# ---- vram_display_arbiter ----
Figure 1. Cell classes on the final placement (vram_display_arbiter).
(3 px per um) Fill, decap, tap and diode cells in grey.
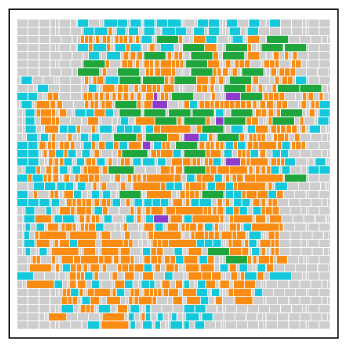

--- src/rtl/vram_display_arbiter.sv ---
// vram_display_arbiter: owns the single-port video RAM, shares it between the
// VGA line fetch (fixed priority) and the CPU bus, serialises 1 bpp bytes into
// pixel_r/g/b and holds the colour/control registers.
// Optional build macro VRAM_CLEAR_EN adds a post-reset VRAM clear sequencer.
module vram_display_arbiter #(
  parameter int          H_BYTES  = 80,
  parameter int          V_LINES  = 400,
  parameter int          VRAM_AW  = 15,
  parameter logic [15:0] CFG_BASE = 16'hFF00
) (
  input  logic               clk_25m,
  input  logic               rst,
  input  logic [11:0]        row,
  input  logic [11:0]        colum,
  input  logic               pix_valid,
  output logic               pixel_r,
  output logic               pixel_g,
  output logic               pixel_b,
  output logic [VRAM_AW-1:0] vram_addr,
  output logic               vram_we,
  output logic [7:0]         vram_wdata,
  input  logic [7:0]         vram_rdata,
  input  logic               cpu_req,
  input  logic               cpu_we,
  input  logic [15:0]        cpu_addr,
  input  logic [7:0]         cpu_wdata,
  output logic [7:0]         cpu_rdata,
  output logic               cpu_ack
);

  localparam int VRAM_BYTES = H_BYTES * V_LINES;

  // Line base address: row*80 built from two shifts, truncated to the RAM width.
  function automatic logic [VRAM_AW-1:0] line_base(input logic [11:0] r);
    logic [VRAM_AW-1:0] rw;
    rw = VRAM_AW'(r);
    return (rw << 6) + (rw << 4);
  endfunction

  logic               pv_d_r, pf_slot_r, pf_load_r, inline_d_r;
  logic [11:0]        pf_row_r, pf_next_row_s;
  logic [7:0]         cur_byte_r, nxt_byte_r;
  logic [2:0]         fg_r, bg_r, colour_s, pix_s;
  logic               enable_r, invert_r, bit_s;
  logic               done_r, ack_r, ack_vram_rd_r;
  logic [7:0]         rdata_r, reg_rdata_s;
  logic               fall_s, inline_s, disp_s;
  logic               is_vram_s, is_col_s, is_ctl_s, new_req_s, cpu_go_s, cpu_reg_s;
  logic               busy_s, clr_go_s;
  logic [VRAM_AW-1:0] clr_addr_s;

  // A falling edge of pix_valid on a displayed row schedules the next-line prefetch.
  assign fall_s    = pv_d_r & ~pix_valid & (row < 12'(V_LINES));
  // The last byte of a line has no successor, so no in-line fetch there.
  assign inline_s  = pix_valid & (colum[2:0] == 3'd1) & (colum[11:3] < 9'(H_BYTES - 1));
  assign disp_s    = pf_slot_r | inline_s;
  assign pf_next_row_s = (pf_row_r == 12'(V_LINES - 1)) ? 12'd0 : pf_row_r + 12'd1;

  assign is_vram_s = cpu_addr < 16'(VRAM_BYTES);
  assign is_col_s  = cpu_addr == CFG_BASE;
  assign is_ctl_s  = cpu_addr == (CFG_BASE + 16'd1);
  // A new request is only taken once req has been seen low after the previous ack.
  assign new_req_s = cpu_req & ~done_r & ~rst;
  assign cpu_go_s  = new_req_s & is_vram_s & ~disp_s & ~busy_s;
  assign cpu_reg_s = new_req_s & ~is_vram_s;
  assign clr_go_s  = busy_s & ~disp_s & ~rst;

`ifdef VRAM_CLEAR_EN
  localparam logic [VRAM_AW-1:0] LAST_ADDR = VRAM_AW'(VRAM_BYTES - 1);
  logic               clr_active_r;
  logic [VRAM_AW-1:0] clr_addr_r;

  // Walk the displayed region once after reset, advancing only on cycles the clear owns the RAM.
  always_ff @(posedge clk_25m) begin
    if (rst) begin
      clr_active_r <= 1'b1;
      clr_addr_r   <= '0;
    end else if (clr_go_s) begin
      clr_addr_r   <= clr_addr_r + VRAM_AW'(1);
      clr_active_r <= (clr_addr_r != LAST_ADDR);
    end else begin
      clr_active_r <= clr_active_r;
      clr_addr_r   <= clr_addr_r;
    end
  end

  assign busy_s     = clr_active_r;
  assign clr_addr_s = clr_addr_r;
`else
  assign busy_s     = 1'b0;
  assign clr_addr_s = '0;
`endif

  // RAM port mux: prefetch, in-line fetch, clear, then CPU; idle drives zeros.
  always_comb begin
    vram_addr  = '0;
    vram_we    = 1'b0;
    vram_wdata = 8'h00;
    if (rst) begin
      vram_addr = '0;
    end else if (pf_slot_r) begin
      vram_addr = line_base(pf_next_row_s);
    end else if (inline_s) begin
      vram_addr = line_base(row) + VRAM_AW'(colum[11:3]) + VRAM_AW'(1);
    end else if (clr_go_s) begin
      vram_addr  = clr_addr_s;
      vram_we    = 1'b1;
      vram_wdata = 8'h00;
    end else if (cpu_go_s) begin
      vram_addr  = cpu_addr[VRAM_AW-1:0];
      vram_we    = cpu_we;
      vram_wdata = cpu_we ? cpu_wdata : 8'h00;
    end else begin
      vram_addr = '0;
    end
  end

  // Register-file read view; unmapped addresses read as zero.
  always_comb begin
    reg_rdata_s = 8'h00;
    if (is_col_s) begin
      reg_rdata_s = {1'b0, bg_r, 1'b0, fg_r};
    end else if (is_ctl_s) begin
      reg_rdata_s = {busy_s, 5'b00000, invert_r, enable_r};
    end else begin
      reg_rdata_s = 8'h00;
    end
  end

  // Display pipeline: edge detect, prefetch scheduling and the two byte buffers.
  always_ff @(posedge clk_25m) begin
    if (rst) begin
      pv_d_r     <= 1'b0;
      pf_slot_r  <= 1'b0;
      pf_load_r  <= 1'b0;
      inline_d_r <= 1'b0;
      pf_row_r   <= 12'd0;
      cur_byte_r <= 8'h00;
      nxt_byte_r <= 8'h00;
    end else begin
      pv_d_r     <= pix_valid;
      pf_slot_r  <= fall_s;
      pf_load_r  <= pf_slot_r;
      inline_d_r <= inline_s & ~pf_slot_r;
      if (fall_s) pf_row_r <= row;
      else        pf_row_r <= pf_row_r;
      if (pf_load_r)                             cur_byte_r <= vram_rdata;
      else if (pix_valid && colum[2:0] == 3'd7)  cur_byte_r <= nxt_byte_r;
      else                                       cur_byte_r <= cur_byte_r;
      if (inline_d_r) nxt_byte_r <= vram_rdata;
      else            nxt_byte_r <= nxt_byte_r;
    end
  end

  // CPU handshake, register writes and the one-cycle ack with its read data.
  always_ff @(posedge clk_25m) begin
    if (rst) begin
      done_r        <= 1'b0;
      ack_r         <= 1'b0;
      ack_vram_rd_r <= 1'b0;
      rdata_r       <= 8'h00;
      fg_r          <= 3'b111;
      bg_r          <= 3'b000;
      enable_r      <= 1'b1;
      invert_r      <= 1'b0;
    end else begin
      ack_r         <= cpu_go_s | cpu_reg_s;
      ack_vram_rd_r <= cpu_go_s & ~cpu_we;
      rdata_r       <= (cpu_reg_s & ~cpu_we) ? reg_rdata_s : 8'h00;
      if (cpu_go_s || cpu_reg_s) done_r <= 1'b1;
      else if (!cpu_req)         done_r <= 1'b0;
      else                       done_r <= done_r;
      if (cpu_reg_s && cpu_we && is_col_s) begin
        fg_r <= cpu_wdata[2:0];
        bg_r <= cpu_wdata[6:4];
      end else begin
        fg_r <= fg_r;
        bg_r <= bg_r;
      end
      if (cpu_reg_s && cpu_we && is_ctl_s) begin
        enable_r <= cpu_wdata[0];
        invert_r <= cpu_wdata[1];
      end else begin
        enable_r <= enable_r;
        invert_r <= invert_r;
      end
    end
  end

  // VRAM read data is forwarded straight from the RAM during its ack cycle.
  assign cpu_rdata = ack_vram_rd_r ? vram_rdata : rdata_r;
  assign cpu_ack   = ack_r;

  // Pixel colour for the current column, zero latency from colum.
  always_comb begin
    bit_s    = cur_byte_r[3'd7 - colum[2:0]];
    colour_s = (bit_s ^ invert_r) ? fg_r : bg_r;
    if (enable_r && !rst) pix_s = colour_s;
    else                  pix_s = 3'b000;
  end

  assign {pixel_r, pixel_g, pixel_b} = pix_s;

endmodule

--- config.mk ---
export PLATFORM = sky130hd
export DESIGN_NAME = vram_display_arbiter
export DESIGN_NICKNAME = d
export VERILOG_FILES = /design/src/rtl/vram_display_arbiter.sv
export SDC_FILE = /design/constraint.sdc
export NUM_CORES = 1
export LEC_CHECK = 0
export ABC_AREA = 1
export CORE_MARGIN = 2
export CORE_UTILIZATION = 35
export CTS_CLUSTER_SIZE = 25
export DETAILED_ROUTE_END_ITERATION = 6
export MAX_ROUTING_LAYER = met4
export PLACE_DENSITY = 0.69
export RECOVER_POWER = 100
export SYNTH_ARGS = -nofsm -noshare
export SYNTH_HDL_FRONTEND = slang
export SYNTH_SLANG_ARGS = --single-unit
--- constraint.sdc ---
create_clock -name clk_25m -period 2.9 [get_ports clk_25m]
set_input_delay 0.435 -clock clk_25m [delete_from_list [all_inputs] [get_ports clk_25m]]
set_output_delay 0.435 -clock clk_25m [all_outputs]
set_load 0.01 [all_outputs]
# ---- bfis_query_ctrl ----
[config.mk]
export PLATFORM = sky130hd
export DESIGN_NAME = bfis_query_ctrl
export DESIGN_NICKNAME = d
export VERILOG_FILES = /design/src/rtl/bfis_ctrl_pkg.sv /design/src/rtl/bfis_query_ctrl_result_buf.sv /design/src/rtl/bfis_query_ctrl.sv
export SDC_FILE = /design/constraint.sdc
export NUM_CORES = 2
export LEC_CHECK = 0
export CORE_MARGIN = 3
export CORE_UTILIZATION = 59
export CTS_BUF_LIST = sky130_fd_sc_hd__clkbuf_8
export DETAILED_ROUTE_END_ITERATION = 10
export PLACE_DENSITY = 0.83
export SLEW_MARGIN = 10
export SYNTH_ARGS = -nofsm -noshare
export SYNTH_HDL_FRONTEND = slang
export SYNTH_SLANG_ARGS = --single-unit
[constraint.sdc]
create_clock -name clk_in -period 7.9 [get_ports clk_in]
set_input_delay 1.185 -clock clk_in [delete_from_list [all_inputs] [get_ports clk_in]]
set_output_delay 1.185 -clock clk_in [all_outputs]
set_load 0.005 [all_outputs]
[src/rtl/bfis_ctrl_pkg.sv]
// bfis_ctrl_pkg
//   Shared definitions for the bfis host query controller:
//   - state_e   : controller FSM states
//   - HDR_TAG   : tag byte in the response frame header
//   - ERR_TAG   : upper half of the bad-k error word
//   - hdr_pack  : builds the response header word
package bfis_ctrl_pkg;

    typedef enum logic [2:0] {
        IDLE,
        LOAD,
        LAUNCH,
        RUN,
        DRAIN,
        ERR
    } state_e;

    localparam logic [7:0]  HDR_TAG = 8'hA5;
    localparam logic [15:0] ERR_TAG = 16'hEEEE;

    // Header layout: {tag, 7'b0, timeout flag, result count}
    function automatic logic [31:0] hdr_pack(input logic timeout, input logic [15:0] n);
        return {HDR_TAG, 7'b0, timeout, n};
    endfunction

endpackage

[src/rtl/bfis_query_ctrl_result_buf.sv]
// result_buf
//   Register file holding the top-k result words returned by the engine.
//   Ports:
//     clk_i    : clock
//     rst_ni   : synchronous active-low reset (clears all entries)
//     we_i     : write enable
//     waddr_i  : write index
//     wdata_i  : write data
//     raddr_i  : read index (asynchronous read)
//     rdata_o  : read data
module result_buf
    import bfis_ctrl_pkg::*;
#(
    parameter int unsigned DEPTH = 8,
    parameter int unsigned AW    = (DEPTH > 1) ? $clog2(DEPTH) : 1
) (
    input  logic          clk_i,
    input  logic          rst_ni,
    input  logic          we_i,
    input  logic [AW-1:0] waddr_i,
    input  logic [31:0]   wdata_i,
    input  logic [AW-1:0] raddr_i,
    output logic [31:0]   rdata_o
);

    logic [31:0] mem_q [DEPTH];

    always_ff @(posedge clk_i) begin
        if (!rst_ni) begin
            mem_q <= '{default: '0};
        end else if (we_i) begin
            mem_q[waddr_i] <= wdata_i;
        end
    end

    assign rdata_o = mem_q[raddr_i];

endmodule

[src/rtl/bfis_query_ctrl.sv]
// bfis_query_ctrl
//   Host-side sequencer for the bfis search engine. Parses a framed host
//   word stream (sync, DIM query words, k, entry vertex), launches one
//   search, collects k results with a cycle count and timeout, then
//   streams a response frame (header, results, cycle count) to the host.
//   Ports:
//     clk_in, rst_in          : clock, synchronous active-low reset
//     rx_data_in/valid/ready  : host request stream
//     eng_query/k/vertex_id   : launch arguments, held from LAUNCH onward
//     eng_valid_out           : one-cycle launch pulse
//     eng_result_in/valid_in  : result words from the engine
//     tx_data/valid/ready     : response stream
//     busy_out                : high whenever not IDLE
module bfis_query_ctrl
    import bfis_ctrl_pkg::*;
#(
    parameter int unsigned DIM         = 4,
    parameter int unsigned K_MAX       = 8,
    parameter logic [31:0] SYNC_WORD   = 32'hFFFF_FFFF,
    parameter logic [31:0] TIMEOUT_CYC = 32'd1_000_000
) (
    input  logic        clk_in,
    input  logic        rst_in,
    input  logic [31:0] rx_data_in,
    input  logic        rx_valid_in,
    output logic        rx_ready_out,
    output logic [31:0] eng_query_out [DIM],
    output logic [15:0] eng_k_out,
    output logic [31:0] eng_vertex_id_out,
    output logic        eng_valid_out,
    input  logic [31:0] eng_result_in,
    input  logic        eng_result_valid_in,
    output logic [31:0] tx_data_out,
    output logic        tx_valid_out,
    input  logic        tx_ready_in,
    output logic        busy_out
);

    localparam int unsigned WCW = $clog2(DIM + 2);
    localparam int unsigned RCW = $clog2(K_MAX + 1);
    localparam int unsigned PW  = $clog2(K_MAX + 2);
    localparam int unsigned AW  = (K_MAX > 1) ? $clog2(K_MAX) : 1;

    state_e            state_q, state_d;
    logic [WCW-1:0]    wcnt_q, wcnt_d;
    logic [31:0]       qstg_q [DIM];
    logic [31:0]       qstg_d [DIM];
    logic [15:0]       kstg_q, kstg_d;
    logic [31:0]       query_q [DIM];
    logic [31:0]       query_d [DIM];
    logic [15:0]       keng_q, keng_d;
    logic [31:0]       vid_q, vid_d;
    logic [31:0]       cyc_q, cyc_d;
    logic [RCW-1:0]    rcnt_q, rcnt_d;
    logic              tmo_q, tmo_d;
    logic [PW-1:0]     dptr_q, dptr_d;

    logic              accept;
    logic [RCW-1:0]    rcnt_inc;
    logic              buf_we;
    logic [AW-1:0]     buf_raddr;
    logic [31:0]       buf_rdata;

    result_buf #(
        .DEPTH (K_MAX),
        .AW    (AW)
    ) u_result_buf (
        .clk_i   (clk_in),
        .rst_ni  (rst_in),
        .we_i    (buf_we),
        .waddr_i (AW'(rcnt_q)),
        .wdata_i (eng_result_in),
        .raddr_i (buf_raddr),
        .rdata_o (buf_rdata)
    );

    // Ready is masked by reset so every output reads 0 while reset is held.
    assign rx_ready_out      = rst_in && ((state_q == IDLE) || (state_q == LOAD));
    assign accept            = rx_valid_in && rx_ready_out;
    assign busy_out          = (state_q != IDLE);
    assign eng_query_out     = query_q;
    assign eng_k_out         = keng_q;
    assign eng_vertex_id_out = vid_q;

    always_comb begin
        state_d       = state_q;
        wcnt_d        = wcnt_q;
        qstg_d        = qstg_q;
        kstg_d        = kstg_q;
        query_d       = query_q;
        keng_d        = keng_q;
        vid_d         = vid_q;
        cyc_d         = cyc_q;
        rcnt_d        = rcnt_q;
        tmo_d         = tmo_q;
        dptr_d        = dptr_q;
        rcnt_inc      = rcnt_q + RCW'(1);
        buf_we        = 1'b0;
        buf_raddr     = AW'(dptr_q - PW'(1));
        eng_valid_out = 1'b0;
        tx_valid_out  = 1'b0;
        tx_data_out   = '0;

        unique case (state_q)
            IDLE: begin
                if (accept && (rx_data_in == SYNC_WORD)) begin
                    state_d = LOAD;
                    wcnt_d  = '0;
                end
            end

            LOAD: begin
                if (accept) begin
                    if (rx_data_in == SYNC_WORD) begin
                        wcnt_d = '0;
                    end else if (wcnt_q < WCW'(DIM)) begin
                        for (int unsigned i = 0; i < DIM; i++) begin
                            if (wcnt_q == WCW'(i)) begin
                                qstg_d[i] = rx_data_in;
                            end
                        end
                        wcnt_d = wcnt_q + WCW'(1);
                    end else if (wcnt_q == WCW'(DIM)) begin
                        kstg_d = rx_data_in[15:0];
                        wcnt_d = wcnt_q + WCW'(1);
                    end else begin
                        // Vertex id is the final word: validate k, then latch
                        // the launch arguments straight from staging.
                        if ((kstg_q == '0) || (kstg_q > 16'(K_MAX))) begin
                            state_d = ERR;
                        end else begin
                            state_d = LAUNCH;
                            query_d = qstg_q;
                            keng_d  = kstg_q;
                            vid_d   = rx_data_in;
                        end
                    end
                end
            end

            LAUNCH: begin
                eng_valid_out = 1'b1;
                cyc_d         = '0;
                rcnt_d        = '0;
                tmo_d         = 1'b0;
                state_d       = RUN;
            end

            RUN: begin
                cyc_d = (cyc_q == '1) ? cyc_q : cyc_q + 32'd1;
                if (eng_result_valid_in) begin
                    buf_we = 1'b1;
                    rcnt_d = rcnt_inc;
                    if (16'(rcnt_inc) == keng_q) begin
                        state_d = DRAIN;
                        dptr_d  = '0;
                    end
                end
                // Final result takes priority over a coincident timeout.
                if ((state_d == RUN) && (cyc_d >= TIMEOUT_CYC)) begin
                    state_d = DRAIN;
                    tmo_d   = 1'b1;
                    dptr_d  = '0;
                end
            end

            DRAIN: begin
                tx_valid_out = 1'b1;
                if (dptr_q == '0) begin
                    tx_data_out = hdr_pack(tmo_q, 16'(rcnt_q));
                end else if (dptr_q <= PW'(rcnt_q)) begin
                    tx_data_out = buf_rdata;
                end else begin
                    tx_data_out = cyc_q;
                end
                if (tx_ready_in) begin
                    if (dptr_q == PW'(rcnt_q) + PW'(1)) begin
                        state_d = IDLE;
                    end else begin
                        dptr_d = dptr_q + PW'(1);
                    end
                end
            end

            ERR: begin
                tx_valid_out = 1'b1;
                tx_data_out  = {ERR_TAG, kstg_q};
                if (tx_ready_in) begin
                    state_d = IDLE;
                end
            end

            default: begin
                state_d = IDLE;
            end
        endcase
    end

    always_ff @(posedge clk_in) begin
        if (!rst_in) begin
            state_q <= IDLE;
            wcnt_q  <= '0;
            qstg_q  <= '{default: '0};
            kstg_q  <= '0;
            query_q <= '{default: '0};
            keng_q  <= '0;
            vid_q   <= '0;
            cyc_q   <= '0;
            rcnt_q  <= '0;
            tmo_q   <= 1'b0;
            dptr_q  <= '0;
        end else begin
            state_q <= state_d;
            wcnt_q  <= wcnt_d;
            qstg_q  <= qstg_d;
            kstg_q  <= kstg_d;
            query_q <= query_d;
            keng_q  <= keng_d;
            vid_q   <= vid_d;
            cyc_q   <= cyc_d;
            rcnt_q  <= rcnt_d;
            tmo_q   <= tmo_d;
            dptr_q  <= dptr_d;
        end
    end

endmodule

Figure 2. Cell classes on the final placement (bfis_query_ctrl).
(1.5 px per um) Fill, decap, tap and diode cells in grey.
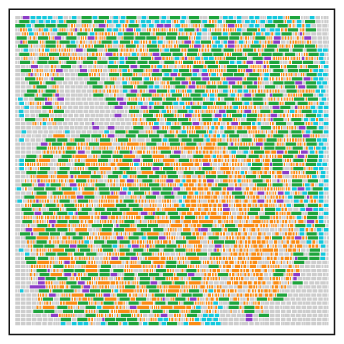
Green marks flops, cells 623. Cyan marks other buffers and delay cells, cells 310. Purple marks clock drivers and dummy loads, cells 174. Orange marks all other logic, cells 2370.
final core utilization: 70.9%
flop share of the area: 40.7%
Rows: 76

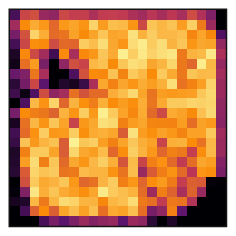
Figure 3: bfis_query_ctrl, cell area per tile.
(1 px per um) 22 x 22 tiles, from black (low) to pale yellow (high), 0 to 100% covered.
The emptiest ninth of the die: south-east. 50% of the tiles are over 75% full. 6.2% of the tiles are nearly empty. The mean over all tiles is 64%.
Core ar.: 0.0433 mm2
FP Util: 60.1%

==> flow_summary.ini, bfis_query_ctrl <==
; synthesis and place-and-route metrics
[die]
dieArea_mm2 = 0.0466
fp.dieW_um = 216

[critical_path]
r2r_cells = 10
crit_path_cell_trace = clkinv_1 > ha_1 > nor2b_1 > o21ai_0 > nand2b_1 > a21oi_1 > a41o_2 > nor2_1 > a211oi_1 > a211oi_1 > nor3_1 > clkdlybuf4s50_1
cp_slowest_cell = a41o_2
r2r_end = state_q[0]$_SDFFE_PN0P_

[cells_and_area]
clkCellAreaFrac_pct = 6.49
layout_top_cells = nand2_1, dfxtp_1, a21oi_1
antenna_cells = 1
final-nonclk-buf-share_pct = 9.87

[global_routing]
grt_pass1_wl_um = 122000

[run_status]
outcome = finished, final reports clean

[synthesis]
floorplan.nets = 3362
synthMuxAreaShare_pct = 7.70
synth-adder-area-share_pct = 0.626
compound_area_share_pct = 15.3
synth_cell_type_count = 76
ys.flop_type = dfxtp_1

[clocking]
cts_tree = yes
clock_latency_ns = 0.72
clk_path_buf_depth = 3

[timing]
clock_skew_ns = 0.0519
setup_ws_ns = 1.73
-- bfis_query_ctrl: where the power goes --
| group | internal (mW) | total (mW) | leakage, nW | switching, mW |
|---|---|---|---|---|
| Combinational | 0.0364 | 0.137 | 4.11 | 0.101 |
| Clock | 1.46 | 2.74 | 1.15 | 1.28 |
| Sequential | 3.14 | 3.14 | 5.02 | 0.00000000000312 |
-- bfis_query_ctrl: metal layers --
layer / track usage, % / vias to the layer above / share of wire (%)
li1: - / 11225 / -
met1: 41.4 / 11548 / 39
met2: 51.9 / 1338 / 46
met3: 9.19 / 231 / 12
met4: 14.2 / 12 / 3.5
met5: 0 / - / 0.13
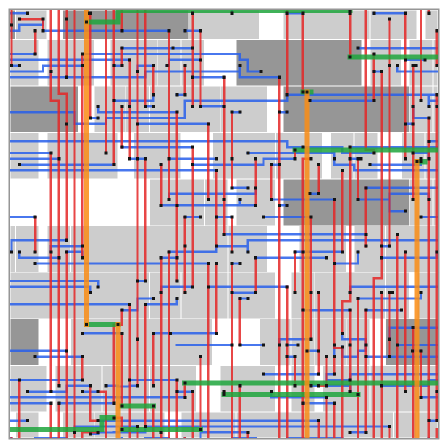
Figure 4: vram_display_arbiter, zoomed window.
Region (42, 42) to (67, 67) um. Cells in grey, sequential cells in the stronger grey; small squares are vias.
Red marks met2. Orange marks met4. Blue marks met1. Green marks met3.
67 logic cells have their middle in the window. Netlist names of flops here include pf_row_r (3), pf_load_r (1). Sequential cells in the window: 4. Most frequent: buf_4 (13), nand2_1 (12), inv_1 (5).

Notes on Figure 1 above:
Green marks flops, cells 49. Cyan marks other buffers and delay cells, cells 216. Purple marks clock drivers and dummy loads, cells 8. Orange marks all other logic, cells 534.
Core ar.: 0.0108 mm2
Design Area, Final: 0.00650 mm2
final core utilization: 60.3%

==> flow_summary.ini, vram_display_arbiter <==
; synthesis and place-and-route metrics
[synthesis]
synth_flops = 49
yosys_warnings = 0
synth.top_cell.area_share_pct = 25.4

[cells_and_area]
layout_top_cell = buf_4
nMultiInputCombCells = 436
nFillCells = 957
n_clock_buffer = 6
drive_gt1_share_pct = 35.2
antenna_cells = 0

[drt]
vias = 4766
dr.pass1.iters = 5

[run_status]
outcome = complete, but fails checks
violations = negative setup slack

[timing]
fin_crit_ns = 3.16
clock_skew_ns = 0.00341
setup_ws_ns = -0.260
finalSetupViolations = 5

[clocking]
hold_buffers = 0
cts_sinks = 49

[global_routing]
met1_usage_pct = 29.0
grt_usage_pct = 23.3

[die]
dieArea_mm2 = 0.0119

[critical_path]
criticalPathCategory = register to output port
vram_display_arbiter: logic make-up (layout without fill, tap and decap cells):
| logic type | after synthesis | count (layout) | synth area share [%] |
|---|---|---|---|
| AND/OR/NAND/NOR | 251 | 251 | 28.7 |
| AND-OR/OR-AND | 138 | 138 | 19.9 |
| buffers and inverters | 113 | 322 | 11.3 |
| flip-flops | 49 | 49 | 25.4 |
| adder cells (fa/ha/maj) | 30 | 30 | 10.5 |
| XOR/XNOR | 11 | 11 | 2.49 |
| multiplexers | 6 | 6 | 1.75 |


==> notes/layouts.md <==
Pictures saved along the way, in no particular order.

Clock network drawn from the DEF.
(a)
(4 px per um)
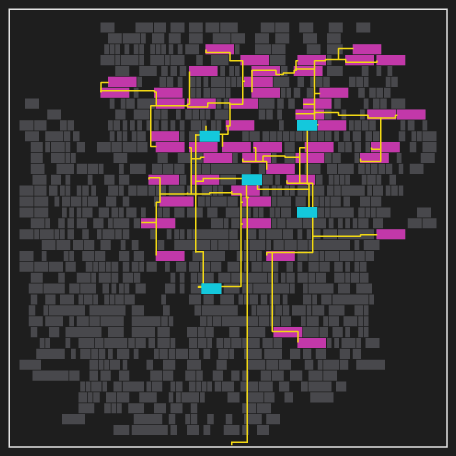
(b)
(3 px per um)
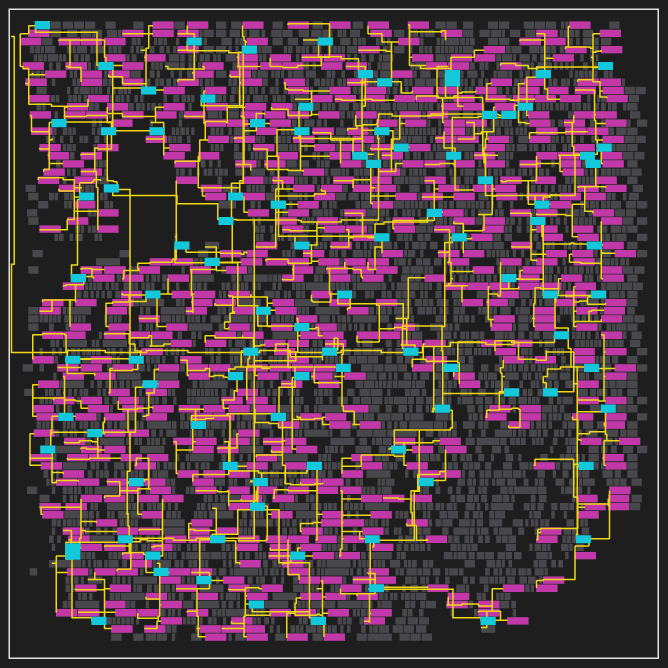
(b) -> bfis_query_ctrl
(a) -> vram_display_arbiter
Of these, most sequential cells: (b)
Of these, largest die: (b)

Key to (a):
Cyan marks cells driving clock nets, count 5. Magenta marks flip-flops, count 49. Yellow marks clock wires, length 611 um.
There are 6 routed clock nets.

Power is estimated from default activity; no workload was simulated.
